######## divider ########
divider, cell area per tile:
20 x 20 tiles, from black (low) to pale yellow (high), 0 to 100% covered.
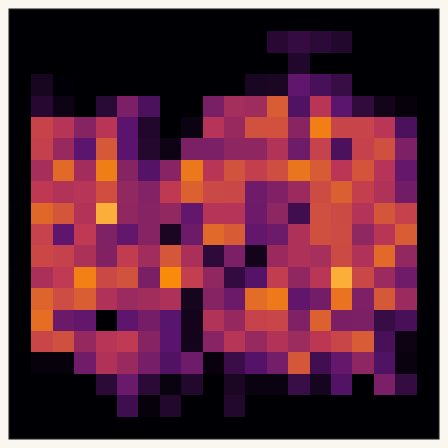

**src/rtl/divider.sv**
```systemverilog
// Radix-2 restoring unsigned divider, one quotient bit per clock.
// Optional `DIVIDER_EARLY_OUT_EN: skip iterations for divisor 0 or divisor > dividend.
module divider #(
    parameter int WIDTH = 32
) (
    input  logic             clk,
    input  logic             rst,
    input  logic             start,
    input  logic [WIDTH-1:0] dividend,
    input  logic [WIDTH-1:0] divisor,
    output logic             done,
    output logic [WIDTH-1:0] quotient,
    output logic [WIDTH-1:0] remainder
);

    localparam int CW = (WIDTH > 1) ? $clog2(WIDTH) : 1;
    localparam logic [CW-1:0] CNT_LAST = CW'(WIDTH - 1);

    localparam logic [1:0] S_IDLE = 2'd0;
    localparam logic [1:0] S_BUSY = 2'd1;
    localparam logic [1:0] S_DONE = 2'd2;

    logic [1:0]       state_q, state_d;
    logic [CW-1:0]    cnt_q, cnt_d;
    logic [WIDTH-1:0] dvs_q, dvs_d;
    logic [WIDTH-1:0] dvd_q, dvd_d;
    logic [WIDTH:0]   rem_q, rem_d;
    logic [WIDTH-1:0] quo_q, quo_d;
    logic [WIDTH-1:0] rmd_q, rmd_d;
    logic             done_q, done_d;

    logic [WIDTH+1:0] shifted;
    logic [WIDTH+1:0] diff;
    logic             keep;
    logic [WIDTH:0]   rem_nx;
    logic [WIDTH-1:0] dvd_nx;

    // One restoring step; the sign bit of the trial difference picks the quotient bit
    always_comb begin
        shifted = {rem_q, dvd_q[WIDTH-1]};
        diff    = shifted - {2'b00, dvs_q};
        keep    = ~diff[WIDTH+1];
        rem_nx  = keep ? diff[WIDTH:0] : shifted[WIDTH:0];
        dvd_nx  = {dvd_q[WIDTH-2:0], keep};
    end

    always_comb begin
        state_d = state_q;
        cnt_d   = cnt_q;
        dvs_d   = dvs_q;
        dvd_d   = dvd_q;
        rem_d   = rem_q;
        quo_d   = quo_q;
        rmd_d   = rmd_q;
        done_d  = 1'b0;
        case (state_q)
            S_IDLE: begin
                if (start) begin
`ifdef DIVIDER_EARLY_OUT_EN
                    if (divisor == '0 || divisor > dividend) begin
                        quo_d   = (divisor == '0) ? '1 : '0;
                        rmd_d   = dividend;
                        done_d  = 1'b1;
                        state_d = S_DONE;
                    end else begin
                        dvs_d   = divisor;
                        dvd_d   = dividend;
                        rem_d   = '0;
                        cnt_d   = CNT_LAST;
                        state_d = S_BUSY;
                    end
`else
                    dvs_d   = divisor;
                    dvd_d   = dividend;
                    rem_d   = '0;
                    cnt_d   = CNT_LAST;
                    state_d = S_BUSY;
`endif
                end
            end
            S_BUSY: begin
                rem_d = rem_nx;
                dvd_d = dvd_nx;
                cnt_d = cnt_q - 1'b1;
                if (cnt_q == '0) begin
                    quo_d   = dvd_nx;
                    rmd_d   = rem_nx[WIDTH-1:0];
                    done_d  = 1'b1;
                    state_d = S_DONE;
                end
            end
            S_DONE: state_d = S_IDLE;
            default: state_d = S_IDLE;
        endcase
    end

    always_ff @(posedge clk or negedge rst) begin
        if (!rst) begin
            state_q <= S_IDLE;
            cnt_q   <= '0;
            dvs_q   <= '0;
            dvd_q   <= '0;
            rem_q   <= '0;
            quo_q   <= '0;
            rmd_q   <= '0;
            done_q  <= 1'b0;
        end else begin
            state_q <= state_d;
            cnt_q   <= cnt_d;
            dvs_q   <= dvs_d;
            dvd_q   <= dvd_d;
            rem_q   <= rem_d;
            quo_q   <= quo_d;
            rmd_q   <= rmd_d;
            done_q  <= done_d;
        end
    end

    assign done      = done_q;
    assign quotient  = quo_q;
    assign remainder = rmd_q;

endmodule

```
**config.mk**
```make
export PLATFORM = sky130hd
export DESIGN_NAME = divider
export DESIGN_NICKNAME = d
export VERILOG_FILES = /design/src/rtl/divider.sv
export SDC_FILE = /design/constraint.sdc
export NUM_CORES = 1
export LEC_CHECK = 0
export CORE_MARGIN = 10
export CORE_UTILIZATION = 25
export CTS_BUF_LIST = sky130_fd_sc_hd__clkbuf_2 sky130_fd_sc_hd__clkbuf_4 sky130_fd_sc_hd__clkbuf_8
export DETAILED_ROUTE_END_ITERATION = 6
export PLACE_DENSITY = 0.51
export SETUP_SLACK_MARGIN = 0.2
export SKIP_CTS_REPAIR_TIMING = 1
export SLEW_MARGIN = 40
export SYNTH_ARGS = -nofsm -noshare
export SYNTH_HDL_FRONTEND = slang
export SYNTH_SLANG_ARGS = --single-unit
export TNS_END_PERCENT = 5
```
**constraint.sdc**
```tcl
create_clock -name clk -period 8.7 [get_ports clk]
set_input_delay 0.87 -clock clk [delete_from_list [all_inputs] [get_ports clk]]
set_output_delay 0.87 -clock clk [all_outputs]
set_load 0.02 [all_outputs]
```
######## mbm_burst_ctrl ########
===== config.mk =====
export PLATFORM = sky130hd
export DESIGN_NAME = mbm_burst_ctrl
export DESIGN_NICKNAME = d
export VERILOG_FILES = /design/src/rtl/mbm_pkg.sv /design/src/rtl/mbm_rd_skid.sv /design/src/rtl/mbm_burst_ctrl.sv
export SDC_FILE = /design/constraint.sdc
export NUM_CORES = 1
export LEC_CHECK = 0
export CAP_MARGIN = 10
export CORE_MARGIN = 3
export CORE_UTILIZATION = 42
export CTS_BUF_LIST = sky130_fd_sc_hd__clkbuf_2
export DETAILED_ROUTE_END_ITERATION = 10
export PLACE_DENSITY = 0.69
export SLEW_MARGIN = 10
export SYNTH_ARGS = -nofsm -noshare
export SYNTH_HDL_FRONTEND = slang
export SYNTH_SLANG_ARGS = --single-unit
export TNS_END_PERCENT = 20

===== constraint.sdc =====
create_clock -name i_clk -period 3.9 [get_ports i_clk]
set_input_delay 0.585 -clock i_clk [delete_from_list [all_inputs] [get_ports i_clk]]
set_output_delay 0.585 -clock i_clk [all_outputs]
set_load 0.05 [all_outputs]

===== src/rtl/mbm_pkg.sv =====
// Shared types and constants for the Multi_Bank_Memory burst controller.
package mbm_pkg;
    localparam int ADDR_W       = 11;
    localparam int DATA_W       = 8;
    localparam int LEN_W        = 4;
    localparam int MBM_RD_DEPTH = 2;

    typedef enum logic [1:0] {
        IDLE  = 2'd0,
        WRITE = 2'd1,
        READ  = 2'd2,
        DRAIN = 2'd3
    } mbm_state_t;
endpackage


===== src/rtl/mbm_rd_skid.sv =====
// Two-entry read-data FIFO that absorbs memory read returns while the consumer stalls.
module mbm_rd_skid
    import mbm_pkg::*;
(
    input  logic              i_clk,
    input  logic              i_rst_n,
    input  logic              i_push,
    input  logic [DATA_W-1:0] i_data,
    input  logic              i_pop,
    output logic              o_valid,
    output logic [DATA_W-1:0] o_data,
    output logic [1:0]        o_occ
);
    logic [DATA_W-1:0] r_buf [0:1];
    logic              r_wr;
    logic              r_rd;
    logic [1:0]        r_occ;
    logic              w_pop;
    logic              w_push;

    assign w_pop   = i_pop && (r_occ != 2'd0);
    assign w_push  = i_push && ((r_occ != 2'd2) || w_pop);
    assign o_valid = (r_occ != 2'd0);
    assign o_data  = r_buf[r_rd];
    assign o_occ   = r_occ;

    always_ff @(posedge i_clk or negedge i_rst_n) begin
        if (!i_rst_n) begin
            r_buf[0] <= '0;
            r_buf[1] <= '0;
            r_wr     <= 1'b0;
            r_rd     <= 1'b0;
            r_occ    <= 2'd0;
        end else begin
            if (w_push) begin
                r_buf[r_wr] <= i_data;
                r_wr        <= ~r_wr;
            end
            if (w_pop) begin
                r_rd <= ~r_rd;
            end
            case ({w_push, w_pop})
                2'b10:   r_occ <= r_occ + 2'd1;
                2'b01:   r_occ <= r_occ - 2'd1;
                default: r_occ <= r_occ;
            endcase
        end
    end
endmodule


===== src/rtl/mbm_burst_ctrl.sv =====
// Burst initiator for the 2048x8 Multi_Bank_Memory; hides the one-cycle read latency.
// Optional MBM_CTRL_WRAP_ERR_EN: reject bursts that would cross the top address, flag err.
module mbm_burst_ctrl
    import mbm_pkg::*;
(
    input  logic              i_clk,
    input  logic              i_rst_n,
    input  logic              i_cmd_valid,
    output logic              o_cmd_ready,
    input  logic              i_cmd_write,
    input  logic [ADDR_W-1:0] i_cmd_addr,
    input  logic [LEN_W-1:0]  i_cmd_len,
    input  logic              i_wdata_valid,
    output logic              o_wdata_ready,
    input  logic [DATA_W-1:0] i_wdata,
    output logic              o_rdata_valid,
    input  logic              i_rdata_ready,
    output logic [DATA_W-1:0] o_rdata,
    output logic              o_busy,
    output logic              o_err,
    output logic              o_mem_ren,
    output logic              o_mem_wen,
    output logic [ADDR_W-1:0] o_mem_raddr,
    output logic [ADDR_W-1:0] o_mem_waddr,
    output logic [DATA_W-1:0] o_mem_din,
    input  logic [DATA_W-1:0] i_mem_dout
);
    mbm_state_t        r_state;
    logic [ADDR_W-1:0] r_addr;
    logic [LEN_W:0]    r_cnt;
    logic              r_mem_ren;
    logic              r_ren_p1;
    logic              r_mem_wen;
    logic [ADDR_W-1:0] r_mem_raddr;
    logic [ADDR_W-1:0] r_mem_waddr;
    logic [DATA_W-1:0] r_mem_din;
    logic [1:0]        w_occ;
    logic [2:0]        w_pending;
    logic              w_issue;
    logic              w_last;

    // Credits cover both the buffer and reads still travelling through the memory.
    assign w_pending = 3'(w_occ) + 3'(r_mem_ren) + 3'(r_ren_p1);
    assign w_issue   = (r_state == READ) && (w_pending < 3'(MBM_RD_DEPTH));
    assign w_last    = (r_cnt == (LEN_W+1)'(1));

`ifdef MBM_CTRL_WRAP_ERR_EN
    logic              r_err;
    logic [ADDR_W:0]   w_end;
    assign w_end = {1'b0, i_cmd_addr} + (ADDR_W+1)'(i_cmd_len);
    assign o_err = r_err;
`else
    assign o_err = 1'b0;
`endif

    always_ff @(posedge i_clk or negedge i_rst_n) begin
        if (!i_rst_n) begin
            r_state     <= IDLE;
            r_addr      <= '0;
            r_cnt       <= '0;
            r_mem_ren   <= 1'b0;
            r_ren_p1    <= 1'b0;
            r_mem_wen   <= 1'b0;
            r_mem_raddr <= '0;
            r_mem_waddr <= '0;
            r_mem_din   <= '0;
`ifdef MBM_CTRL_WRAP_ERR_EN
            r_err       <= 1'b0;
`endif
        end else begin
            r_mem_wen <= 1'b0;
            r_mem_ren <= w_issue;
            r_ren_p1  <= r_mem_ren;
            case (r_state)
                IDLE: begin
                    if (i_cmd_valid) begin
                        r_addr <= i_cmd_addr;
                        r_cnt  <= (LEN_W+1)'(i_cmd_len) + (LEN_W+1)'(1);
`ifdef MBM_CTRL_WRAP_ERR_EN
                        if (w_end[ADDR_W]) begin
                            r_err   <= 1'b1;
                            r_state <= DRAIN;
                        end else begin
                            r_state <= i_cmd_write ? WRITE : READ;
                        end
`else
                        r_state <= i_cmd_write ? WRITE : READ;
`endif
                    end
                end
                WRITE: begin
                    if (i_wdata_valid) begin
                        r_mem_wen   <= 1'b1;
                        r_mem_waddr <= r_addr;
                        r_mem_din   <= i_wdata;
                        r_addr      <= r_addr + 1'b1;
                        r_cnt       <= r_cnt - 1'b1;
                        if (w_last) r_state <= IDLE;
                    end
                end
                READ: begin
                    if (w_issue) begin
                        r_mem_raddr <= r_addr;
                        r_addr      <= r_addr + 1'b1;
                        r_cnt       <= r_cnt - 1'b1;
                        if (w_last) r_state <= DRAIN;
                    end
                end
                DRAIN: begin
                    if ((w_occ == 2'd0) && !r_mem_ren && !r_ren_p1) r_state <= IDLE;
                end
                default: r_state <= IDLE;
            endcase
        end
    end

    // Memory returns data the cycle after it samples ren; capture it one cycle later.
    mbm_rd_skid u_rd_skid (
        .i_clk   (i_clk),
        .i_rst_n (i_rst_n),
        .i_push  (r_ren_p1),
        .i_data  (i_mem_dout),
        .i_pop   (i_rdata_ready),
        .o_valid (o_rdata_valid),
        .o_data  (o_rdata),
        .o_occ   (w_occ)
    );

    assign o_cmd_ready   = (r_state == IDLE);
    assign o_wdata_ready = (r_state == WRITE);
    assign o_busy        = (r_state != IDLE);
    assign o_mem_ren     = r_mem_ren;
    assign o_mem_wen     = r_mem_wen;
    assign o_mem_raddr   = r_mem_raddr;
    assign o_mem_waddr   = r_mem_waddr;
    assign o_mem_din     = r_mem_din;
endmodule


######## trail_stack_flat ########
## src/rtl/trail_stack_if.sv

```systemverilog
// trail_stack_if: push/pop/mark/backtrack bus and status of trail_stack (peak_size under TRAIL_STACK_PEAK_EN)
interface trail_stack_if #(
    parameter int DATA_W = 32,
    parameter int DEPTH  = 64,
    parameter int LEVELS = 16
);
    localparam int SW = $clog2(DEPTH + 1);
    localparam int LW = $clog2(LEVELS + 1);
    logic              push;
    logic [DATA_W-1:0] push_data;
    logic              pop;
    logic [DATA_W-1:0] pop_data;
    logic              pop_valid;
    logic [DATA_W-1:0] top;
    logic              mark;
    logic              backtrack;
    logic [LW-1:0]     bt_level;
    logic              unwind_valid;
    logic [DATA_W-1:0] unwind_data;
    logic              busy;
    logic [SW-1:0]     size;
    logic [LW-1:0]     level;
    logic              full;
    logic              empty;
    logic              err_overflow;
    logic              err_underflow;
`ifdef TRAIL_STACK_PEAK_EN
    logic [SW-1:0]     peak_size;
`endif
    modport master (
`ifdef TRAIL_STACK_PEAK_EN
        input peak_size,
`endif
        output push, push_data, pop, mark, backtrack, bt_level,
        input pop_data, pop_valid, top, unwind_valid, unwind_data, busy,
        input size, level, full, empty, err_overflow, err_underflow
    );
    modport slave (
`ifdef TRAIL_STACK_PEAK_EN
        output peak_size,
`endif
        input push, push_data, pop, mark, backtrack, bt_level,
        output pop_data, pop_valid, top, unwind_valid, unwind_data, busy,
        output size, level, full, empty, err_overflow, err_underflow
    );
endinterface

```

## src/rtl/trail_stack.sv

```systemverilog
// trail_stack: LIFO trail with decision-level marks and backtrack unwind; TRAIL_STACK_PEAK_EN adds peak_size
module trail_stack #(
    parameter int DATA_W = 32,
    parameter int DEPTH  = 64,
    parameter int LEVELS = 16
) (
    input logic          clock,
    input logic          reset,
    trail_stack_if.slave bus
);
    localparam int SW = $clog2(DEPTH + 1);
    localparam int LW = $clog2(LEVELS + 1);
    localparam int AW = $clog2(DEPTH);
    localparam logic [SW-1:0] FULL_N = SW'(DEPTH);
    localparam logic [LW-1:0] LMAX = LW'(LEVELS);
    typedef enum logic {IDLE, UNWIND} state_t;
    state_t            state;
    logic [DATA_W-1:0] mem [DEPTH];
    logic [SW-1:0]     marks [LEVELS+1];
    logic [SW-1:0]     size, target;
    logic [LW-1:0]     level, tgt_level;
    logic [AW-1:0]     top_idx;
    logic              empty, full;
    assign top_idx = AW'(size - 1'b1);
    assign empty = size == '0;
    assign full = size == FULL_N;
    assign bus.top = empty ? '0 : mem[top_idx];
    assign bus.size = size;
    assign bus.level = level;
    assign bus.full = full;
    assign bus.empty = empty;
    assign bus.busy = state == UNWIND;
    // Stack, mark and unwind control; reset aborts an unwind in progress
    always_ff @(posedge clock) begin
        bus.pop_valid <= 1'b0;
        bus.unwind_valid <= 1'b0;
        if (reset) begin
            state <= IDLE;
            size <= '0;
            level <= '0;
            target <= '0;
            tgt_level <= '0;
            marks[0] <= '0;
            bus.pop_data <= '0;
            bus.unwind_data <= '0;
            bus.err_overflow <= 1'b0;
            bus.err_underflow <= 1'b0;
`ifdef TRAIL_STACK_PEAK_EN
            bus.peak_size <= '0;
`endif
        end else if (state == UNWIND) begin
            if (size > target) begin
                bus.unwind_data <= mem[top_idx];
                bus.unwind_valid <= 1'b1;
                size <= size - 1'b1;
            end else begin
                state <= IDLE;
                level <= tgt_level;
            end
        end else if (bus.backtrack && bus.bt_level < level) begin
            state <= UNWIND;
            target <= marks[bus.bt_level];
            tgt_level <= bus.bt_level;
        end else begin
            if (bus.backtrack) bus.err_underflow <= 1'b1;
            if (bus.push && bus.pop && !empty) begin
                mem[top_idx] <= bus.push_data;
                bus.pop_data <= mem[top_idx];
                bus.pop_valid <= 1'b1;
            end else if (bus.push) begin
                if (full) bus.err_overflow <= 1'b1;
                else begin
                    mem[AW'(size)] <= bus.push_data;
                    size <= size + 1'b1;
`ifdef TRAIL_STACK_PEAK_EN
                    if (size + 1'b1 > bus.peak_size) bus.peak_size <= size + 1'b1;
`endif
                end
            end else if (bus.pop) begin
                if (empty) bus.err_underflow <= 1'b1;
                else begin
                    bus.pop_data <= mem[top_idx];
                    bus.pop_valid <= 1'b1;
                    size <= size - 1'b1;
                end
            end
            if (bus.mark) begin
                if (level == LMAX) bus.err_overflow <= 1'b1;
                else begin
                    marks[level + 1'b1] <= size;
                    level <= level + 1'b1;
                end
            end
        end
    end
endmodule

```

## src/flat_wrapper.sv

```systemverilog
// flat-port wrapper written by rule: the top's interface ports become plain ports
module trail_stack_flat 
#(
    parameter int DATA_W = 32,
    parameter int DEPTH  = 64,
    parameter int LEVELS = 16
)
  (clock, reset, bus_push, bus_push_data, bus_pop, bus_mark, bus_backtrack, bus_bt_level, bus_pop_data, bus_pop_valid, bus_top, bus_unwind_valid, bus_unwind_data, bus_busy, bus_size, bus_level, bus_full, bus_empty, bus_err_overflow, bus_err_underflow);
  trail_stack_if #(.DATA_W(DATA_W), .DEPTH(DEPTH), .LEVELS(LEVELS)) bus_i ();
  input logic clock;
  input logic reset;
  input wire logic [$bits(bus_i.push)-1:0] bus_push;
  input wire logic [$bits(bus_i.push_data)-1:0] bus_push_data;
  input wire logic [$bits(bus_i.pop)-1:0] bus_pop;
  input wire logic [$bits(bus_i.mark)-1:0] bus_mark;
  input wire logic [$bits(bus_i.backtrack)-1:0] bus_backtrack;
  input wire logic [$bits(bus_i.bt_level)-1:0] bus_bt_level;
  output wire logic [$bits(bus_i.pop_data)-1:0] bus_pop_data;
  output wire logic [$bits(bus_i.pop_valid)-1:0] bus_pop_valid;
  output wire logic [$bits(bus_i.top)-1:0] bus_top;
  output wire logic [$bits(bus_i.unwind_valid)-1:0] bus_unwind_valid;
  output wire logic [$bits(bus_i.unwind_data)-1:0] bus_unwind_data;
  output wire logic [$bits(bus_i.busy)-1:0] bus_busy;
  output wire logic [$bits(bus_i.size)-1:0] bus_size;
  output wire logic [$bits(bus_i.level)-1:0] bus_level;
  output wire logic [$bits(bus_i.full)-1:0] bus_full;
  output wire logic [$bits(bus_i.empty)-1:0] bus_empty;
  output wire logic [$bits(bus_i.err_overflow)-1:0] bus_err_overflow;
  output wire logic [$bits(bus_i.err_underflow)-1:0] bus_err_underflow;
  assign bus_i.push = bus_push;
  assign bus_i.push_data = bus_push_data;
  assign bus_i.pop = bus_pop;
  assign bus_i.mark = bus_mark;
  assign bus_i.backtrack = bus_backtrack;
  assign bus_i.bt_level = bus_bt_level;
  assign bus_pop_data = bus_i.pop_data;
  assign bus_pop_valid = bus_i.pop_valid;
  assign bus_top = bus_i.top;
  assign bus_unwind_valid = bus_i.unwind_valid;
  assign bus_unwind_data = bus_i.unwind_data;
  assign bus_busy = bus_i.busy;
  assign bus_size = bus_i.size;
  assign bus_level = bus_i.level;
  assign bus_full = bus_i.full;
  assign bus_empty = bus_i.empty;
  assign bus_err_overflow = bus_i.err_overflow;
  assign bus_err_underflow = bus_i.err_underflow;
  trail_stack #(.DATA_W(DATA_W), .DEPTH(DEPTH), .LEVELS(LEVELS)) u_core (.clock(clock), .reset(reset), .bus(bus_i));
endmodule
```

## config.mk

```make
export PLATFORM = sky130hd
export DESIGN_NAME = trail_stack_flat
export DESIGN_NICKNAME = d
export VERILOG_FILES = /design/src/rtl/trail_stack_if.sv /design/src/rtl/trail_stack.sv /design/src/flat_wrapper.sv
export SDC_FILE = /design/constraint.sdc
export NUM_CORES = 2
export LEC_CHECK = 0
export CORE_AREA = 8 8 436 438
export DETAILED_ROUTE_END_ITERATION = 8
export DIE_AREA = 0 0 444 446
export PLACE_DENSITY_LB_ADDON = 0.05
export RECOVER_POWER = 100
export SLEW_MARGIN = 20
export SYNTH_ARGS = -nofsm -noshare
export SYNTH_HDL_FRONTEND = slang
export SYNTH_SLANG_ARGS = --single-unit
```

## constraint.sdc

```tcl
create_clock -name clock -period 7.04 [get_ports clock]
set_input_delay 0.704 -clock clock [delete_from_list [all_inputs] [get_ports clock]]
set_output_delay 0.704 -clock clock [all_outputs]
set_load 0.05 [all_outputs]
```

######## addsub_arbiter ########
[config.mk]
export PLATFORM = sky130hd
export DESIGN_NAME = addsub_arbiter
export DESIGN_NICKNAME = d
export VERILOG_FILES = /design/src/rtl/addsub_arbiter.sv
export SDC_FILE = /design/constraint.sdc
export NUM_CORES = 1
export LEC_CHECK = 0
export CORE_MARGIN = 4
export CORE_UTILIZATION = 37
export CTS_BUF_LIST = sky130_fd_sc_hd__clkbuf_4 sky130_fd_sc_hd__clkbuf_8
export CTS_CLUSTER_SIZE = 24
export DETAILED_ROUTE_END_ITERATION = 8
export GPL_ROUTABILITY_DRIVEN = 0
export PLACE_DENSITY = 0.79
export SLEW_MARGIN = 20
export SYNTH_ARGS = -nofsm -noshare
export SYNTH_HDL_FRONTEND = slang
export SYNTH_SLANG_ARGS = --single-unit
[constraint.sdc]
create_clock -name clk -period 1.1 [get_ports clk]
set_input_delay 0.22 -clock clk [delete_from_list [all_inputs] [get_ports clk]]
set_output_delay 0.22 -clock clk [all_outputs]
set_load 0.05 [all_outputs]
[src/rtl/addsub_arbiter.sv]
// Round-robin front end for a single shared combinational adder_sub.
// Two requesters use a req/done handshake. Operands and the result are registered.
module addsub_arbiter #(
    parameter int WIDTH = 8
) (
    input  logic             clk,
    input  logic             rst,
    input  logic             req0,
    input  logic [WIDTH-1:0] a0,
    input  logic [WIDTH-1:0] b0,
    input  logic             s0,
    input  logic             req1,
    input  logic [WIDTH-1:0] a1,
    input  logic [WIDTH-1:0] b1,
    input  logic             s1,
    output logic [WIDTH-1:0] add_a,
    output logic [WIDTH-1:0] add_b,
    output logic             add_s,
    input  logic [WIDTH-1:0] add_out,
    input  logic             add_cob,
    output logic [WIDTH-1:0] res,
    output logic             cob,
    output logic             done0,
    output logic             done1,
    output logic             gnt,
    output logic             busy
);

    typedef enum logic [1:0] {
        IDLE = 2'd0,
        EXEC = 2'd1,
        RESP = 2'd2
    } state_t;

    state_t state;
    state_t state_next;
    logic   prio;
    logic   grant;
    logic   winner;

    // NOTE: every always_comb output gets a default first, so no path leaves it unassigned (no latch).
    always_comb begin
        state_next = state;
        grant      = 1'b0;
        winner     = (req0 && req1) ? prio : req1;
        case (state)
            IDLE: begin
                if (req0 || req1) begin
                    grant      = 1'b1;
                    state_next = EXEC;
                end
            end
            EXEC:    state_next = RESP;
            RESP:    state_next = IDLE;
            default: state_next = IDLE;
        endcase
    end

    // NOTE: sequential state uses non-blocking assignments only. Reset is synchronous, so it is
    // sampled inside the clocked block.
    always_ff @(posedge clk) begin
        if (rst) begin
            state <= IDLE;
            prio  <= 1'b0;
            add_a <= '0;
            add_b <= '0;
            add_s <= 1'b0;
            res   <= '0;
            cob   <= 1'b0;
            done0 <= 1'b0;
            done1 <= 1'b0;
            gnt   <= 1'b0;
        end else begin
            state <= state_next;
            done0 <= 1'b0;
            done1 <= 1'b0;
            if (grant) begin
                // Operands are sampled only at grant. After that, requesters may change them freely.
                add_a <= winner ? a1 : a0;
                add_b <= winner ? b1 : b0;
                add_s <= winner ? s1 : s0;
                gnt   <= winner;
                prio  <= ~winner;
            end
            if (state == EXEC) begin
                res   <= add_out;
                cob   <= add_cob;
                done0 <= ~gnt;
                done1 <= gnt;
            end
        end
    end

    assign busy = (state != IDLE);

endmodule

mbm_burst_ctrl, gate families picked out:
Scale bar: 20 um.
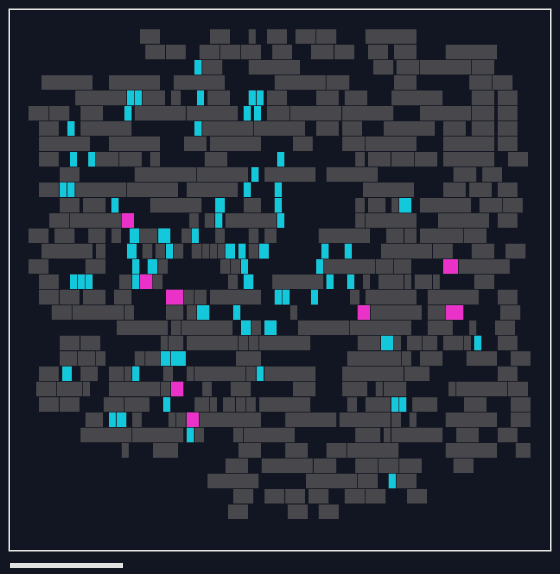
family	colour	cells	most used
NAND gates	cyan	67	nand2_1
AND and OR gates	magenta	8	or2_2
most frequent logic cell in the layout: clkdlybuf4s50_1
Final Instance Count excl. Fillers: 488
Comb/total area: 33.6%

mbm_burst_ctrl, the metal 3 layer:
Scale bar: 20 um.
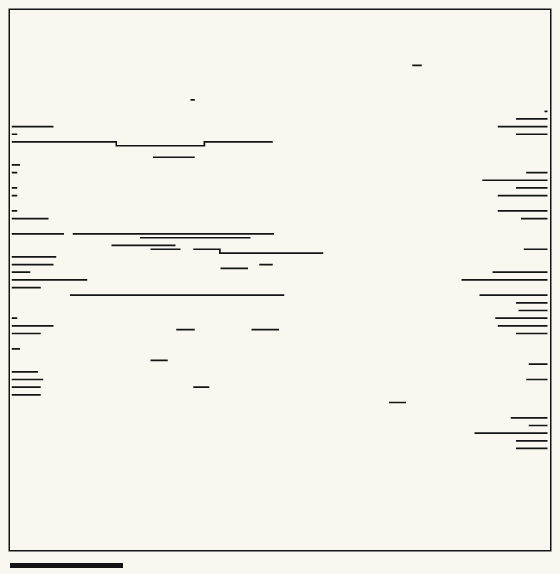
nets with wire on the layer	60
longest straight run	37.7 um
Vias: 2511
grt met3 use: 3.44%
final WL: 7150 um

==> Slide: Implementation Results, mbm_burst_ctrl <==
Implementation Results

Logic synthesis
  – # Cells Yosys: approximately 300
  – Simple-Gate Area Share: between 10% and 20%
  – Gate Count Post-Synth: 304
  – Mux share of post-synthesis cell area: between 10% and 20%
  – Async SR Flop Fraction: 100%

Setup path
  – Critical Path Start: r_state[1]
  – Worst Path Arrival: around 2.3 ns
  – Worst setup EP type: output port
  – Crit-path cells: inv_1 > ha_1 > clkdlybuf4s50_1
  – Reg2Reg Setup Slack: 1.73 ns
  – Crit Path Max Fanout: 6

GRT
  – First-pass GRT wire length: about 12000 um
  – Overflow after GRT: 0

STA
  – Crit share post-route: 72.7%
  – RSZ-0062 raised after global routing: false
  – Final Max Slew Viols: 0
  – Slew @ Worst Pin: ~1.1 ns
  – Final setup TNS: 0 ns

Route
  – Drt via density: slightly above 5
  – # DRC: 0
  – Antenna Violating Nets Remaining: 0

Outcome
  – Status: finished, final reports clean

Finish
  – NonClk Buf Share: a little under a fifth
  – Combinational Area: about 1500 um2
  – Final-layout fill cell count: approximately 670
  – Diode count: 0
  – Clk cell area share: 4.05%
  – Leading cell kind: sequential cells
  – Register area: ~1800 um2

Placed design
  – Post-Place Worst Slack: about 1.6 ns
  – Placed Area: 4240 um2

Floorplan
  – Site row count: 32
  – Total die area: just over 9000 um2

Clock network
  – CTS tree: built
  – CTS-repair resized insts: 0

Job
  – Number of warnings in the stage logs: 31
[mbm_burst_ctrl: layer usage]
metal,wire length (um),global-route usage [%]
met1,3350,22.8
met2,3260,25.8
met3,478,3.44
met4,72,6.87
met5,0,0
[mbm_burst_ctrl: synth_stat cells (2+ instances only)]
master	count	share of area (%)
a211oi_1	3	0.66
a21oi_1	13	1.9
a2bb2oi_1	4	1.0
and3_1	2	0.37
buf_2	4	0.59
buf_4	2	0.44
buf_6	2	0.66
clkbuf_1	5	0.55
dfrtp_1	71	52
ha_1	11	4.1
inv_1	14	1.6
mux2_2	45	15
mux2i_1	2	0.59
nand2_1	50	5.5
nand2_2	2	0.37
nand2b_1	2	0.37
nand3_1	11	1.6
nor2_1	8	0.89
nor3_1	5	0.74
o21ai_0	17	2.5
o22ai_1	3	0.55
or2_2	3	0.55
xnor2_1	5	1.3
xor2_1	2	0.52
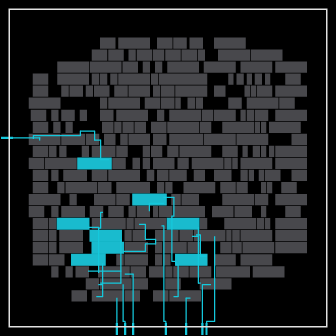
addsub_arbiter: wires at chosen ports, followed through buffers
port	colour	direction	edge	end cells	wire
`add_a`	cyan	output	7 bottom, 1 left	8	243 um
I/O Pins: 77
port bufs: 76

==> Slide: Implementation Results, addsub_arbiter <==
Implementation Results

Outcome
  – Status: finished with violations
  – Violations in the final reports: negative setup slack

Setup path
  – Worst Path Arrival: ~1.1 ns
  – CP Capture Point: busy
  – CP max-delay cell: dfxtp_2
  – Crit-path cells: nor2_4 > inv_4 > buf_6 > buf_12
  – Crit Reg-Reg Startpoint: state[0]

Logic synthesis
  – Number of enable flip-flop cells: 0
  – Seq share, synth: approximately 43%
  – Synth warn: 0
  – Leading area contributor after synthesis: dfxtp_1
  – Most used DFF post-synth: dfxtp_1
  – Distinct lib cells: 23

Clock network
  – Cts bufs inserted: 5
  – H-tree levels: 2

Finish
  – Core Util, Final: roughly three quarters
  – Final-layout fill cell count: ~250
  – Area grow syn2layout: 93.6%
  – Register area: roughly 650 um2
  – Share of cells above drive strength 1: 38.7%
  – Top cells excl fill/tap: 44 x clkdlybuf4s50_1, 34 x buf_12, 25 x dfxtp_1

GRT
  – GRT Util Overall: between 10% and 20%

STA
  – Worst setup margin: -0.185 ns
  – Crit share post-route: 117%
  – Final Max Slew Viols: 0
  – Final setup viols: 19
  – Final Hold Violating Endpoints: 0

Route
  – Antenna Violating Nets Remaining: 0
  – Drt via density: about 5.4

Floorplan
  – Site row count: 22

Placed design
  – Post-Place Worst Slack: -0.623 ns

Job
  – Number of warnings in the stage logs: 29

Min path
  – Worst Hold Class: in -> reg
## addsub_arbiter: timing repair
action,in CTS,in global routing
pin swaps,2,1
hold endpoints to repair,0,0
resized,9,16
setup buffers,3,0
gates cloned,1,1
endpoints found under the setup margin,21,28
## addsub_arbiter: area by class of cell
type	count	share of cell area, %
Clock buffer	6	2.65
Sequential cell	32	22.6
Inverter	2	0.348
Timing Repair Buffer	98	44.4
Clock inverter	2	1.22
Tap cell	48	2.09
Multi-Input combinational cell	113	26.7
## addsub_arbiter: registers in the layout (all words and copies together), names as in the netlist
| register | flops |
|---|---|
| prio | 1 |
| gnt | 1 |
| done1 | 1 |
| state | 2 |
| add_a | 8 |
| done0 | 1 |
| res | 8 |
| add_s | 1 |
| add_b | 8 |
| cob | 1 |
## addsub_arbiter: routing by layer
layer | vias to the layer above | global-route usage, %
met1 | 769 | 20.2
met5 | - | 0
li1 | 775 | -
met3 | 10 | 5.33
met2 | 66 | 33.6
met4 | 0 | 8.56
trail_stack_flat, wires at chosen ports, followed through buffers:
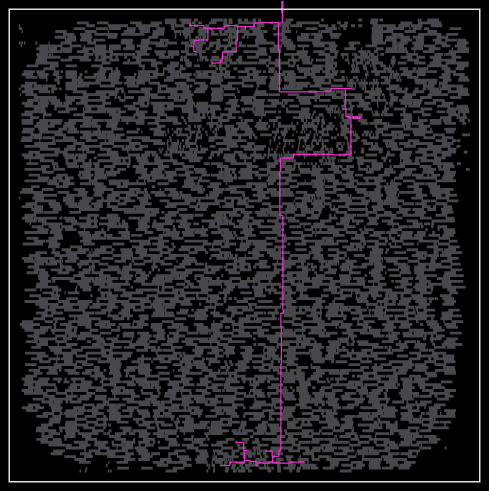
port	colour	direction	edge	end cells	wire
`bus_empty`	magenta	output	top	1	940 um
I/O Pins: 158
port bufs: 157

==> Slide: Implementation Results, trail_stack_flat <==
Implementation Results

GRT
  – Grt met3 use: roughly 6.2%

Outcome
  – Violations in the final reports: max-capacitance violations, max-slew violations
  – Status: finished with violations

Setup path
  – Critical Path RT: 6.34 ns
  – Max incr delay on CP: between 0.8 and 0.9 ns

Route
  – Drt via density: 6.21

STA
  – Worst setup margin: roughly 0.28 ns
  – Crit share post-route: 96.0%
  – Final Max Slew Viols: ~2600
  – Final setup TNS: 0 ns
  – Slew @ Worst Pin: roughly 3.4 ns

Floorplan
  – Site row count: 158
  – Die Y: 446 um

Logic synthesis
  – Adder Area Share: 0.210%
  – Logic family by area: multiplexers

Job
  – Max-cap viol count: 56

Finish
  – Leading cell kind: sequential cells
  – Diode count: 12
  – Comb/total area: between 20% and 30%
## trail_stack_flat: cell usage in the layout, fill, tap and decap left out, types with 14 or more instances in the layout
cell type      netlist  layout
edfxtp_1          2167    2167
mux4_2             547     547
clkbuf_16            0     231
nor2b_1            222     222
a21boi_0           216     217
nor2_1             164     139
clkbuf_1           148     123
buf_4               31     107
dlygate4sd3_1        0     106
inv_1               92      92
dfxtp_1             93      92
o41ai_2             64      69
nor3_1              50      51
clkbuf_2             0      51
clkinv_1             0      50
a211oi_1            41      41
nand2_1             40      37
clkinv_2             0      36
o22ai_1             34      34
a22o_1              33      33
buf_12               0      28
a21oi_1             26      26
o41ai_1             30      25
buf_2               57      25
nor2_4               0      23
mux2i_1             21      21
bufinv_16            0      21
o2111ai_2           23      20
nand3_1             16      17
o21ai_0             17      17
o2111ai_1           11      14
ha_1                15      14
## trail_stack_flat: path summary, 6_finish.rpt
kind                                                from                        to  slack [ns]  cells after the start
worst min register to register  u_core.bus.err_underflow  u_core.bus.err_underflow        0.46                      2
worst min-delay path                               reset       u_core.tgt_level[1]        0.29                      2
worst max-delay path                  u_core.bus.size[0]                bus_top[8]        0.28                     10
worst max register to register       u_core.bus.level[1]         u_core.mem[11][7]        0.33                     11
divider, the metal 3 layer:
Scale bar: 50 um.
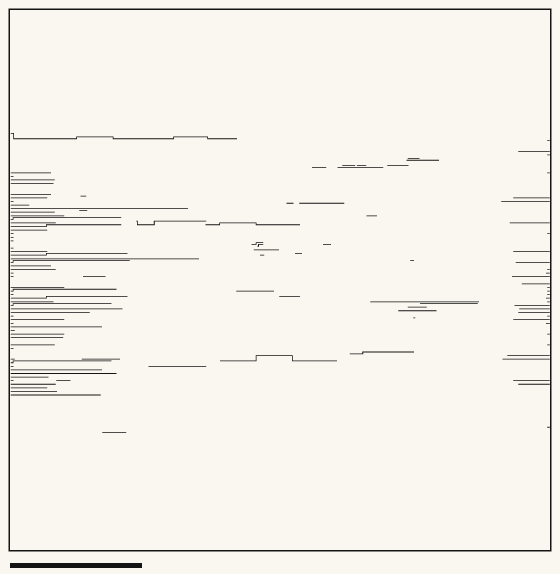
nets with wire on the layer	109
longest straight run	71.1 um
wire length on this layer	1800 um
share of all routed wire	7.4%
main direction	horizontal
final WL: 24300 um
grt met3 use: 4.49%
Vias: 6879

About 'cell area per tile' of divider:
tiles over 75% full	0.50%
fullest tile	83%
emptiest ninth of the die	upper left
nearly empty tiles	37%
Core Util, Final: 31.9%
core footprint: 33600 um2
Initial Utilization: 25.4%

==> Slide: Implementation Results, divider <==
Implementation Results

Setup path
  – CP Capture Point: rem_q[32]
  – Worst Path Arrival: around 3.8 ns
  – Crit Reg-Reg Startpoint: dvd_q[31]
  – Crit-path cells: inv_1 > ha_1 > inv_1 > fa_1 > a211oi_2 > o21ai_2 > o21a_1 > a41o_1 > a31oi_4 > o211ai_2 > a211o_1 > or4_1 > o211ai_1

Placed design
  – Routability congestion estimate from global placement: around 0.8
  – Port bufs: about 130

Logic synthesis
  – Distinct lib cells: roughly 57
  – Logic family by area: AND-OR/OR-AND gates
  – Top-area cell share: between 40% and 50%
  – # Cells Yosys: around 940
  – Async SR Flop Fraction: 100%
  – Top-count cell post-synth: nand2_1
  – Leading area contributor after synthesis: dfrtp_1
  – Simple-Gate Area Share: between 10% and 20%

Finish
  – Final Instance Count excl. Fillers: 1513
  – Share of cells above drive strength 1: approximately 5.6%
  – Top cells excl fill/tap: 246 x nand2_1, 169 x dfrtp_1, 130 x o21ai_0, 130 x clkdlybuf4s50_1, 44 x inv_1

STA
  – Crit share post-route: about two fifths
  – Clock Skews: about 0.020 ns
  – Final setup viols: 0

Floorplan
  – Site row count: about 67

GRT
  – Overflow after GRT: 0
  – Vias in the first global route: ~7200

Job
  – Number of warnings in the stage logs: 27

Route
  – Drt via density: 4.55
  – # DRC: 0

Clock network
  – Clock Root Buffer: clkbuf_8

Outcome
  – Status: finished, final reports clean

Min path
  – Worst Hold Class: in -> async
[divider: through the flow]
step / hold WS [ns]
6_report: 0.345
5_1_grt: 0.358
4_1_cts: 0.348
3_5_place_dp: 0.461
3_3_place_gp: 0.456
2_1_floorplan: 0.450
[divider: state kept, by name (all words and copies together), names as in the netlist]
name	count
quotient	32
done	1
rem_q	33
dvs_q	32
state_q	2
cnt_q	5
dvd_q	32
remainder	32
[divider: worst min path at each step]
stage	end	cells after the start
floorplan	dvd_q[31]	2
global placement	quotient[14]	2
detailed placement	quotient[20]	2
CTS	dvs_q[8]	1
global route	dvs_q[8]	1
finish	remainder[8]	1
[divider: layout make-up]
class,instances,area (um2)
multi-input combinational,678,3990
clock buffer,17,234
timing repair buffer,141,1400
inverter,45,169
clock inverter,15,155
sequential,169,4230
tap,448,561
fill,3539,22900
[divider: layer usage]
layer	global-route usage, %	up-vias	part of all wire (%)
li1	-	3450	-
met4	2.13	0	0.52
met1	15.4	3265	48
met5	0	-	0
met2	18.2	156	44
met3	4.49	8	7.4

######## bank_access_arbiter ########
bank_access_arbiter, gate families picked out:
Scale bar: 50 um.
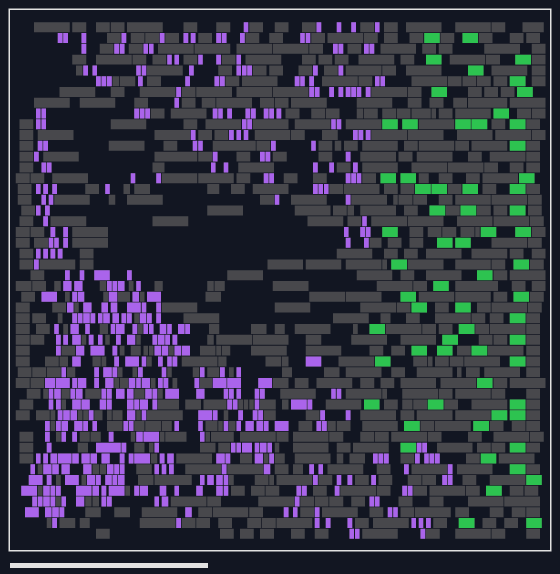

===== src/rtl/matmul_mem_pkg.sv =====
// Shared widths and lane-slice helpers for the four-bank matrix memory.
// Every flat bus packs lane i at bits [W*i +: W].
package matmul_mem_pkg;

  localparam int ADDR_W           = 8;
  localparam int DATA_W           = 16;
  localparam int LANES            = 4;
  localparam int LANE_W           = 2;
  localparam int MEM_LATENCY_DFLT = 2;

  function automatic logic [ADDR_W-1:0] lane_addr(input logic [LANES*ADDR_W-1:0] bus,
                                                  input int lane);
    return bus[lane*ADDR_W +: ADDR_W];
  endfunction

  function automatic logic [DATA_W-1:0] lane_data(input logic [LANES*DATA_W-1:0] bus,
                                                  input int lane);
    return bus[lane*DATA_W +: DATA_W];
  endfunction

endpackage


===== src/rtl/rr_pick4.sv =====
// Combinational 4-way round-robin picker.
// Returns a one-hot winner: the first requester found scanning from ptr_i upward, wrapping.
module rr_pick4 (
  input  logic [3:0] req_i,
  input  logic [1:0] ptr_i,
  output logic [3:0] win_o
);

  logic [3:0] rot, pick;

  // Rotate so ptr_i sits at bit 0, take the lowest set bit, then rotate back.
  always_comb begin
    rot   = 4'(({req_i, req_i} >> ptr_i));
    pick  = rot & (~rot + 4'd1);
    win_o = 4'((({pick, pick} << ptr_i) >> 4));
  end

endmodule


===== src/rtl/bank_access_arbiter.sv =====
// Shares the single address bus of the four-bank memory among four lane requesters.
// Grants all lanes that match the round-robin winner's address, and returns reads with fixed latency.
module bank_access_arbiter
  import matmul_mem_pkg::*;
#(
  parameter int MEM_LATENCY = MEM_LATENCY_DFLT
) (
  input  logic                     clock,
  input  logic                     reset_n,
  input  logic [LANES-1:0]         req,
  input  logic [LANES-1:0]         we,
  input  logic [LANES*ADDR_W-1:0]  addr,
  input  logic [LANES*DATA_W-1:0]  wdata,
  output logic [LANES-1:0]         gnt,
  output logic [LANES-1:0]         rvalid,
  output logic [LANES*DATA_W-1:0]  rdata,
  output logic [ADDR_W-1:0]        mem_address,
  output logic [LANES-1:0]         mem_write_en,
  output logic [LANES*DATA_W-1:0]  mem_data,
  input  logic [LANES*DATA_W-1:0]  mem_q
);

  logic [LANES-1:0][ADDR_W-1:0] lane_a;
  logic [LANES-1:0][DATA_W-1:0] lane_wd, lane_q;

  for (genvar i = 0; i < LANES; i++) begin : g_unpack
    assign lane_a[i]  = lane_addr(addr, i);
    assign lane_wd[i] = lane_data(wdata, i);
    assign lane_q[i]  = lane_data(mem_q, i);
  end

  logic [LANE_W-1:0]            rr_q, rr_d;
  logic [ADDR_W-1:0]            mem_addr_q, mem_addr_d;
  logic [LANES-1:0]             mem_we_q;
  logic [LANES-1:0][DATA_W-1:0] mem_data_q;
  logic [LANES-1:0][DATA_W-1:0] rdata_q;
  logic [LANES-1:0]             rvalid_q;
  logic [MEM_LATENCY:0][LANES-1:0] vld_pipe_q;

  logic [LANES-1:0]  win_oh, gnt_w, rd_acc, wr_acc;
  logic [LANE_W-1:0] win_idx;
  logic [ADDR_W-1:0] win_addr;

  rr_pick4 u_pick (
    .req_i (req),
    .ptr_i (rr_q),
    .win_o (win_oh)
  );

  // Grants are gated by reset_n directly so nothing is granted while reset is held.
  always_comb begin
    win_idx = '0;
    for (int i = 0; i < LANES; i++)
      if (win_oh[i]) win_idx = LANE_W'(i);
    win_addr = lane_a[win_idx];
    gnt_w    = '0;
    for (int i = 0; i < LANES; i++)
      gnt_w[i] = reset_n & req[i] & (lane_a[i] == win_addr);
    rd_acc     = gnt_w & ~we;
    wr_acc     = gnt_w & we;
    rr_d       = (|gnt_w) ? win_idx + LANE_W'(1) : rr_q;
    mem_addr_d = (|gnt_w) ? win_addr : mem_addr_q;
  end

  // vld_pipe_q[MEM_LATENCY] marks the edge where mem_q holds the lane's read data.
  always_ff @(posedge clock or negedge reset_n) begin
    if (!reset_n) begin
      rr_q       <= '0;
      mem_addr_q <= '0;
      mem_we_q   <= '0;
      mem_data_q <= '0;
      vld_pipe_q <= '0;
      rvalid_q   <= '0;
      rdata_q    <= '0;
    end else begin
      rr_q          <= rr_d;
      mem_addr_q    <= mem_addr_d;
      mem_we_q      <= wr_acc;
      vld_pipe_q[0] <= rd_acc;
      for (int s = 1; s <= MEM_LATENCY; s++)
        vld_pipe_q[s] <= vld_pipe_q[s-1];
      rvalid_q <= vld_pipe_q[MEM_LATENCY];
      for (int i = 0; i < LANES; i++) begin
        if (wr_acc[i])                  mem_data_q[i] <= lane_wd[i];
        if (vld_pipe_q[MEM_LATENCY][i]) rdata_q[i]    <= lane_q[i];
      end
    end
  end

  assign gnt          = gnt_w;
  assign mem_address  = mem_addr_q;
  assign mem_write_en = mem_we_q;
  assign mem_data     = mem_data_q;
  assign rdata        = rdata_q;
  assign rvalid       = rvalid_q;

endmodule


===== config.mk =====
export PLATFORM = sky130hd
export DESIGN_NAME = bank_access_arbiter
export DESIGN_NICKNAME = d
export VERILOG_FILES = /design/src/rtl/matmul_mem_pkg.sv /design/src/rtl/rr_pick4.sv /design/src/rtl/bank_access_arbiter.sv
export SDC_FILE = /design/constraint.sdc
export NUM_CORES = 1
export LEC_CHECK = 0
export ABC_AREA = 1
export CORE_UTILIZATION = 40
export CTS_CLUSTER_DIAMETER = 60
export DETAILED_ROUTE_END_ITERATION = 7
export GPL_TIMING_DRIVEN = 0
export PLACE_DENSITY_LB_ADDON = 0.3
export SYNTH_ARGS = -nofsm -noshare
export SYNTH_HDL_FRONTEND = slang
export SYNTH_SLANG_ARGS = --single-unit

===== constraint.sdc =====
create_clock -name clock -period 3.4 [get_ports clock]
set_input_delay 0.34 -clock clock [delete_from_list [all_inputs] [get_ports clock]]
set_output_delay 0.34 -clock clock [all_outputs]
set_load 0.01 [all_outputs]

######## alu_exec_unit ########
--- config.mk ---
export PLATFORM = sky130hd
export DESIGN_NAME = alu_exec_unit
export DESIGN_NICKNAME = d
export VERILOG_FILES = /design/src/rtl/alu_exec_unit.sv
export SDC_FILE = /design/constraint.sdc
export NUM_CORES = 1
export LEC_CHECK = 0
export CAP_MARGIN = 20
export CORE_UTILIZATION = 30
export CTS_CLUSTER_DIAMETER = 50
export DETAILED_ROUTE_END_ITERATION = 10
export PLACE_DENSITY_LB_ADDON = 0.05
export RECOVER_POWER = 50
export SYNTH_ARGS = -nofsm -noshare
export SYNTH_HDL_FRONTEND = slang
export SYNTH_SLANG_ARGS = --single-unit
--- constraint.sdc ---
create_clock -name clk -period 7.47 [get_ports clk]
set_input_delay 1.494 -clock clk [delete_from_list [all_inputs] [get_ports clk]]
set_output_delay 1.494 -clock clk [all_outputs]
set_load 0.1 [all_outputs]
--- src/rtl/alu_exec_unit.sv ---
// Execute-stage ALU: single-cycle ADD/XOR/AND and an iterative one-bit-per-clock SRA.
// Results and flags are registered and presented to writeback as a one-cycle out_valid pulse.
module alu_exec_unit #(
  parameter int WIDTH = 32,
  parameter int SHW   = $clog2(WIDTH)
) (
  input  logic             clk,
  input  logic             rst,
  input  logic             in_valid,
  output logic             in_ready,
  input  logic [1:0]       alu_op,
  input  logic [WIDTH-1:0] a,
  input  logic [WIDTH-1:0] b,
  input  logic             flush,
  output logic             out_valid,
  output logic [WIDTH-1:0] result,
  output logic             zero,
  output logic             carry
);

  localparam logic [1:0] ST_IDLE  = 2'd0;
  localparam logic [1:0] ST_SHIFT = 2'd1;
  localparam logic [1:0] ST_DONE  = 2'd2;

  localparam logic [1:0] OP_ADD = 2'b00;
  localparam logic [1:0] OP_XOR = 2'b01;
  localparam logic [1:0] OP_AND = 2'b10;
  localparam logic [1:0] OP_SRA = 2'b11;

  localparam logic [SHW-1:0] CNT_ONE  = SHW'(1);
  localparam logic [SHW-1:0] CNT_ZERO = '0;

  logic [1:0]       state;
  logic [WIDTH-1:0] acc;
  logic [SHW-1:0]   cnt;

  logic [WIDTH:0]   sum;
  logic [WIDTH-1:0] fast_res;
  logic             fast_carry;
  logic [WIDTH-1:0] acc_shifted;
  logic [SHW-1:0]   shamt;

  assign in_ready  = (state == ST_IDLE);
  assign out_valid = (state == ST_DONE);

  assign sum         = {1'b0, a} + {1'b0, b};
  assign acc_shifted = {acc[WIDTH-1], acc[WIDTH-1:1]};
  assign shamt       = b[SHW-1:0];

  always_comb begin
    fast_res   = '0;
    fast_carry = 1'b0;
    case (alu_op)
      OP_ADD: begin
        fast_res   = sum[WIDTH-1:0];
        fast_carry = sum[WIDTH];
      end
      OP_XOR:  fast_res = a ^ b;
      OP_AND:  fast_res = a & b;
      default: fast_res = a;
    endcase
  end

  // Flush aborts any in-flight work but leaves the last completed result/flags untouched.
  always_ff @(posedge clk or posedge rst) begin
    if (rst) begin
      state  <= ST_IDLE;
      acc    <= '0;
      cnt    <= '0;
      result <= '0;
      zero   <= 1'b1;
      carry  <= 1'b0;
    end else begin
      case (state)
        ST_IDLE: begin
          if (!flush && in_valid) begin
            if (alu_op == OP_SRA) begin
              if (shamt == CNT_ZERO) begin
                result <= a;
                zero   <= (a == '0);
                carry  <= 1'b0;
                state  <= ST_DONE;
              end else begin
                acc   <= a;
                cnt   <= shamt;
                state <= ST_SHIFT;
              end
            end else begin
              result <= fast_res;
              zero   <= (fast_res == '0);
              carry  <= fast_carry;
              state  <= ST_DONE;
            end
          end
        end
        ST_SHIFT: begin
          if (flush) begin
            acc   <= '0;
            cnt   <= '0;
            state <= ST_IDLE;
          end else begin
            acc <= acc_shifted;
            cnt <= cnt - CNT_ONE;
            if (cnt == CNT_ONE) begin
              result <= acc_shifted;
              zero   <= (acc_shifted == '0);
              carry  <= 1'b0;
              state  <= ST_DONE;
            end
          end
        end
        ST_DONE: state <= ST_IDLE;
        default: state <= ST_IDLE;
      endcase
    end
  end

endmodule


==> screenshots <==
Cell area per tile.
image #1
14 x 14 tiles, from black (low) to pale yellow (high), 0 to 100% covered.
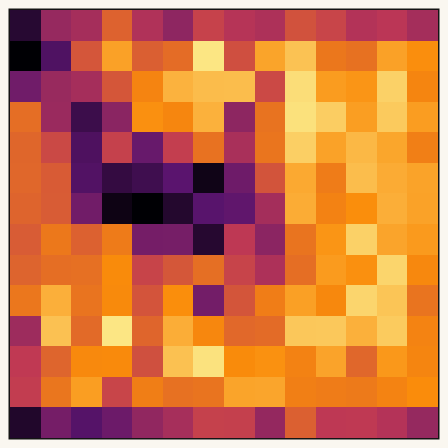
image #2
15 x 15 tiles, from black (low) to pale yellow (high), 0 to 100% covered.
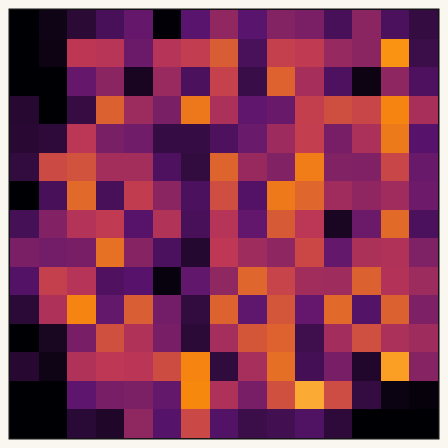
- image #1 = bank_access_arbiter
- image #2 = alu_exec_unit

bank_access_arbiter, wires at chosen ports, followed through buffers:
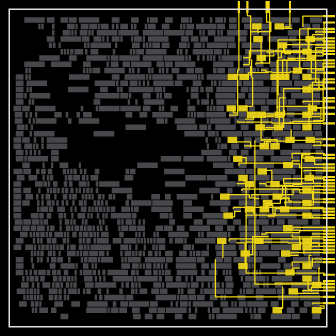
port	colour	direction	edge	end cells	wire
`mem_q`	yellow	input	59 right, 5 top	64	2120 um
I/O Pins: 318
port bufs: 317

About 'gate families picked out' of bank_access_arbiter:
family	colour	cells	most used
multiplexers	green	64	mux2_2
NAND gates	purple	439	nand2_1
most frequent logic cell in the layout: nand2_1
Final Instance Count excl. Fillers: 1377

==> Slide: Implementation Results, bank_access_arbiter <==
Implementation Results

Setup path
  – Max incr delay on CP: ~0.43 ns
  – Kind of start point of the critical path: register
  – Critical Path Start: rr_q[0]
  – Instance count on the critical path: 17

Pwr
  – Clock power share: a little over a fifth
  – Gate power share: roughly 52%
  – Leakage: just under 6 nW
  – Power in the clock group: about 0.0020 W

GRT
  – GRT Util Overall: about a quarter

Min path
  – Worst Hold End: vld_pipe_q[11]

Logic synthesis
  – Flops out of synthesis: 158
  – Simple-Gate Area Share: 28.2%
  – Synthesized cell area: 7210 um2
  – Mux share of post-synthesis cell area: around a tenth
  – Adder Area Share: 0%

Placed design
  – Detailed Place HPWL: around 17000 um

Clock network
  – Clock-pin slew on the worst setup and hold paths: around 0.06 ns
  – CTS Buffer Depth: 2

Route
  – Antenna Violating Nets Remaining: 0

Finish
  – Diode count: 0

STA
  – Slew @ Worst Pin: approximately 0.56 ns
  – Final Hold Violating Endpoints: 0
  – Hold slack: roughly 0.34 ns

Outcome
  – Status: finished, final reports clean
## bank_access_arbiter: Yosys cell counts (all sizes together)
cell type,n,share of area [%]
dfrtp,158,55
buf,19,2.2
mux2,64,10
nand2,359,20
nor2,26,2.0
inv,48,2.6
nand3b,2,0.21
a21oi,2,0.14
nand3,66,5.1
xnor2,1,0.12
clkbuf,7,0.36
nand4,12,1.0
xor2,6,0.73
clkinv,3,0.21
nor3,4,0.28
o21ai,8,0.61
## bank_access_arbiter: layer usage
metal  GRT usage (%)  share of wire [%]
met3            6.79                8.3
met5               0                  0
met1            28.0                 39
met4            8.21                2.0
met2            40.9                 51
## bank_access_arbiter: flip-flops by register name, summed over array words and instances (netlist names)
signal,cells
rr_q,2
mem_write_en,4
vld_pipe_q,12
rvalid,4
rdata,64
mem_address,8
mem_data,64
## bank_access_arbiter: layout make-up
class | count | area, um2
Tap cell | 225 | 282
Clock buffer | 18 | 439
Clock inverter | 14 | 183
Inverter | 51 | 205
Multi-Input combinational cell | 550 | 3020
Timing Repair Buffer | 335 | 3370
Sequential cell | 158 | 3960
Fill cell | 1407 | 5810
Buffer | 26 | 211
alu_exec_unit, gate families picked out:
Scale bar: 50 um.
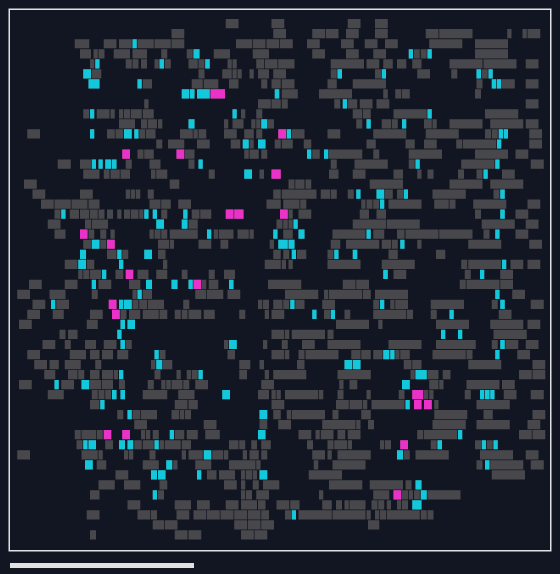
family	colour	cells	most used
NAND gates	cyan	154	nand2_1
AND and OR gates	magenta	21	and3_1
Final Instance Count excl. Fillers: 1150
Comb/total area: 53.0%
most frequent logic cell in the layout: nand2_1

==> Slide: Implementation Results, alu_exec_unit <==
Implementation Results

Floorplan
  – # Taps: about 270
  – Total die area: roughly 21000 um2

GRT
  – Overflow after GRT: 0
  – Initial antenna violation count: 0

STA
  – Final Max Slew Viols: around 73
  – Fmax: ~0.19 GHz
  – Final setup viols: 0

Finish
  – Inverters: 31
  – Clock buffers: 10

Pwr
  – Clock power share: between 20 and 25%

Outcome
  – Status: finished with violations
  – Violations in the final reports: max-capacitance violations, max-slew violations

Clock network
  – H-tree levels: 3

Route
  – Vias: 6462

Job
  – Max-cap viol count: 1

Setup path
  – Crit Reg-Reg Startpoint: cnt[2]
  – Bufs and invs on worst path: 3
[alu_exec_unit: metrics by stage]
stage | area [um2] | hold slack [ns] | std cells
2_1_floorplan | 6270 | 0.471 | 809
3_3_place_gp | 7470 | 0.455 | 1134
3_5_place_dp | 7470 | 0.465 | 1134
4_1_cts | 7760 | 0.478 | 1150
5_1_grt | 7750 | 0.497 | 1150
6_report | 7750 | 0.469 | 1150
[alu_exec_unit: state kept, by name (all words and copies together) (netlist names)]
| name | count |
|---|---|
| zero | 1 |
| cnt | 5 |
| result | 32 |
| acc | 31 |
| carry | 1 |
| state | 2 |
[alu_exec_unit: cell usage after synthesis (6+ instances only)]
cell and number:
a211oi_1 10, nor3_1 11, nor4_1 18, a222oi_1 14, nor2_1 75, o21a_1 8
a31oi_1 8, buf_1 7, nand3_1 20, mux2i_1 33, clkbuf_1 38, a22oi_1 17
inv_1 30, buf_2 11, o21ai_0 75, o22ai_1 8, nand4_1 15, a21o_1 10
nor2b_1 6, mux2_2 7, a21oi_1 61, ha_1 34, nand2_1 104, and3_1 7
o211ai_1 9, nand2b_1 11, dfrtp_1 71


==> screenshots <==
The metal 3 layer.
picture 1
Scale bar: 100 um.
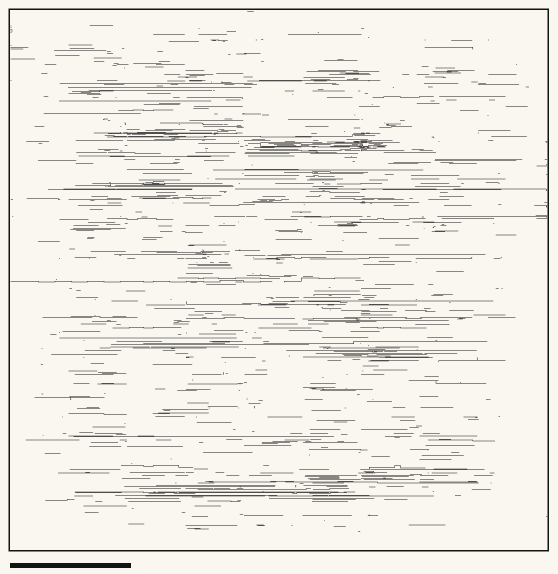
picture 2
Scale bar: 20 um.
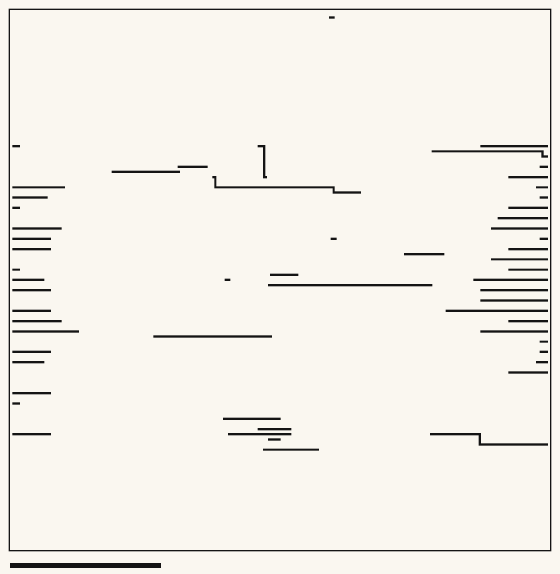
picture 3
Scale bar: 50 um.
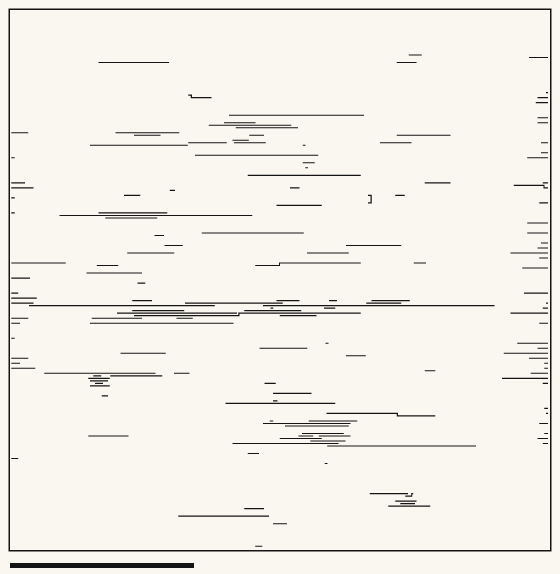
picture 4
Scale bar: 50 um.
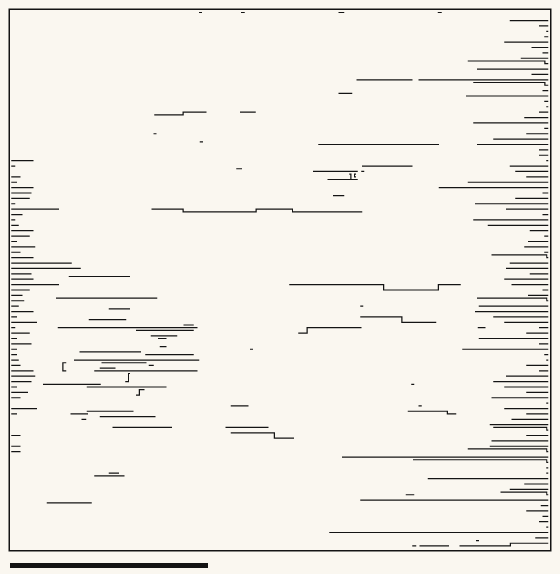
Of these, largest die: picture 1
Of these, smallest die: picture 2
bank_access_arbiter -> picture 4
addsub_arbiter -> picture 2
trail_stack_flat -> picture 1
alu_exec_unit -> picture 3

No activity file was given, so power comes from the tool's default toggle rates.
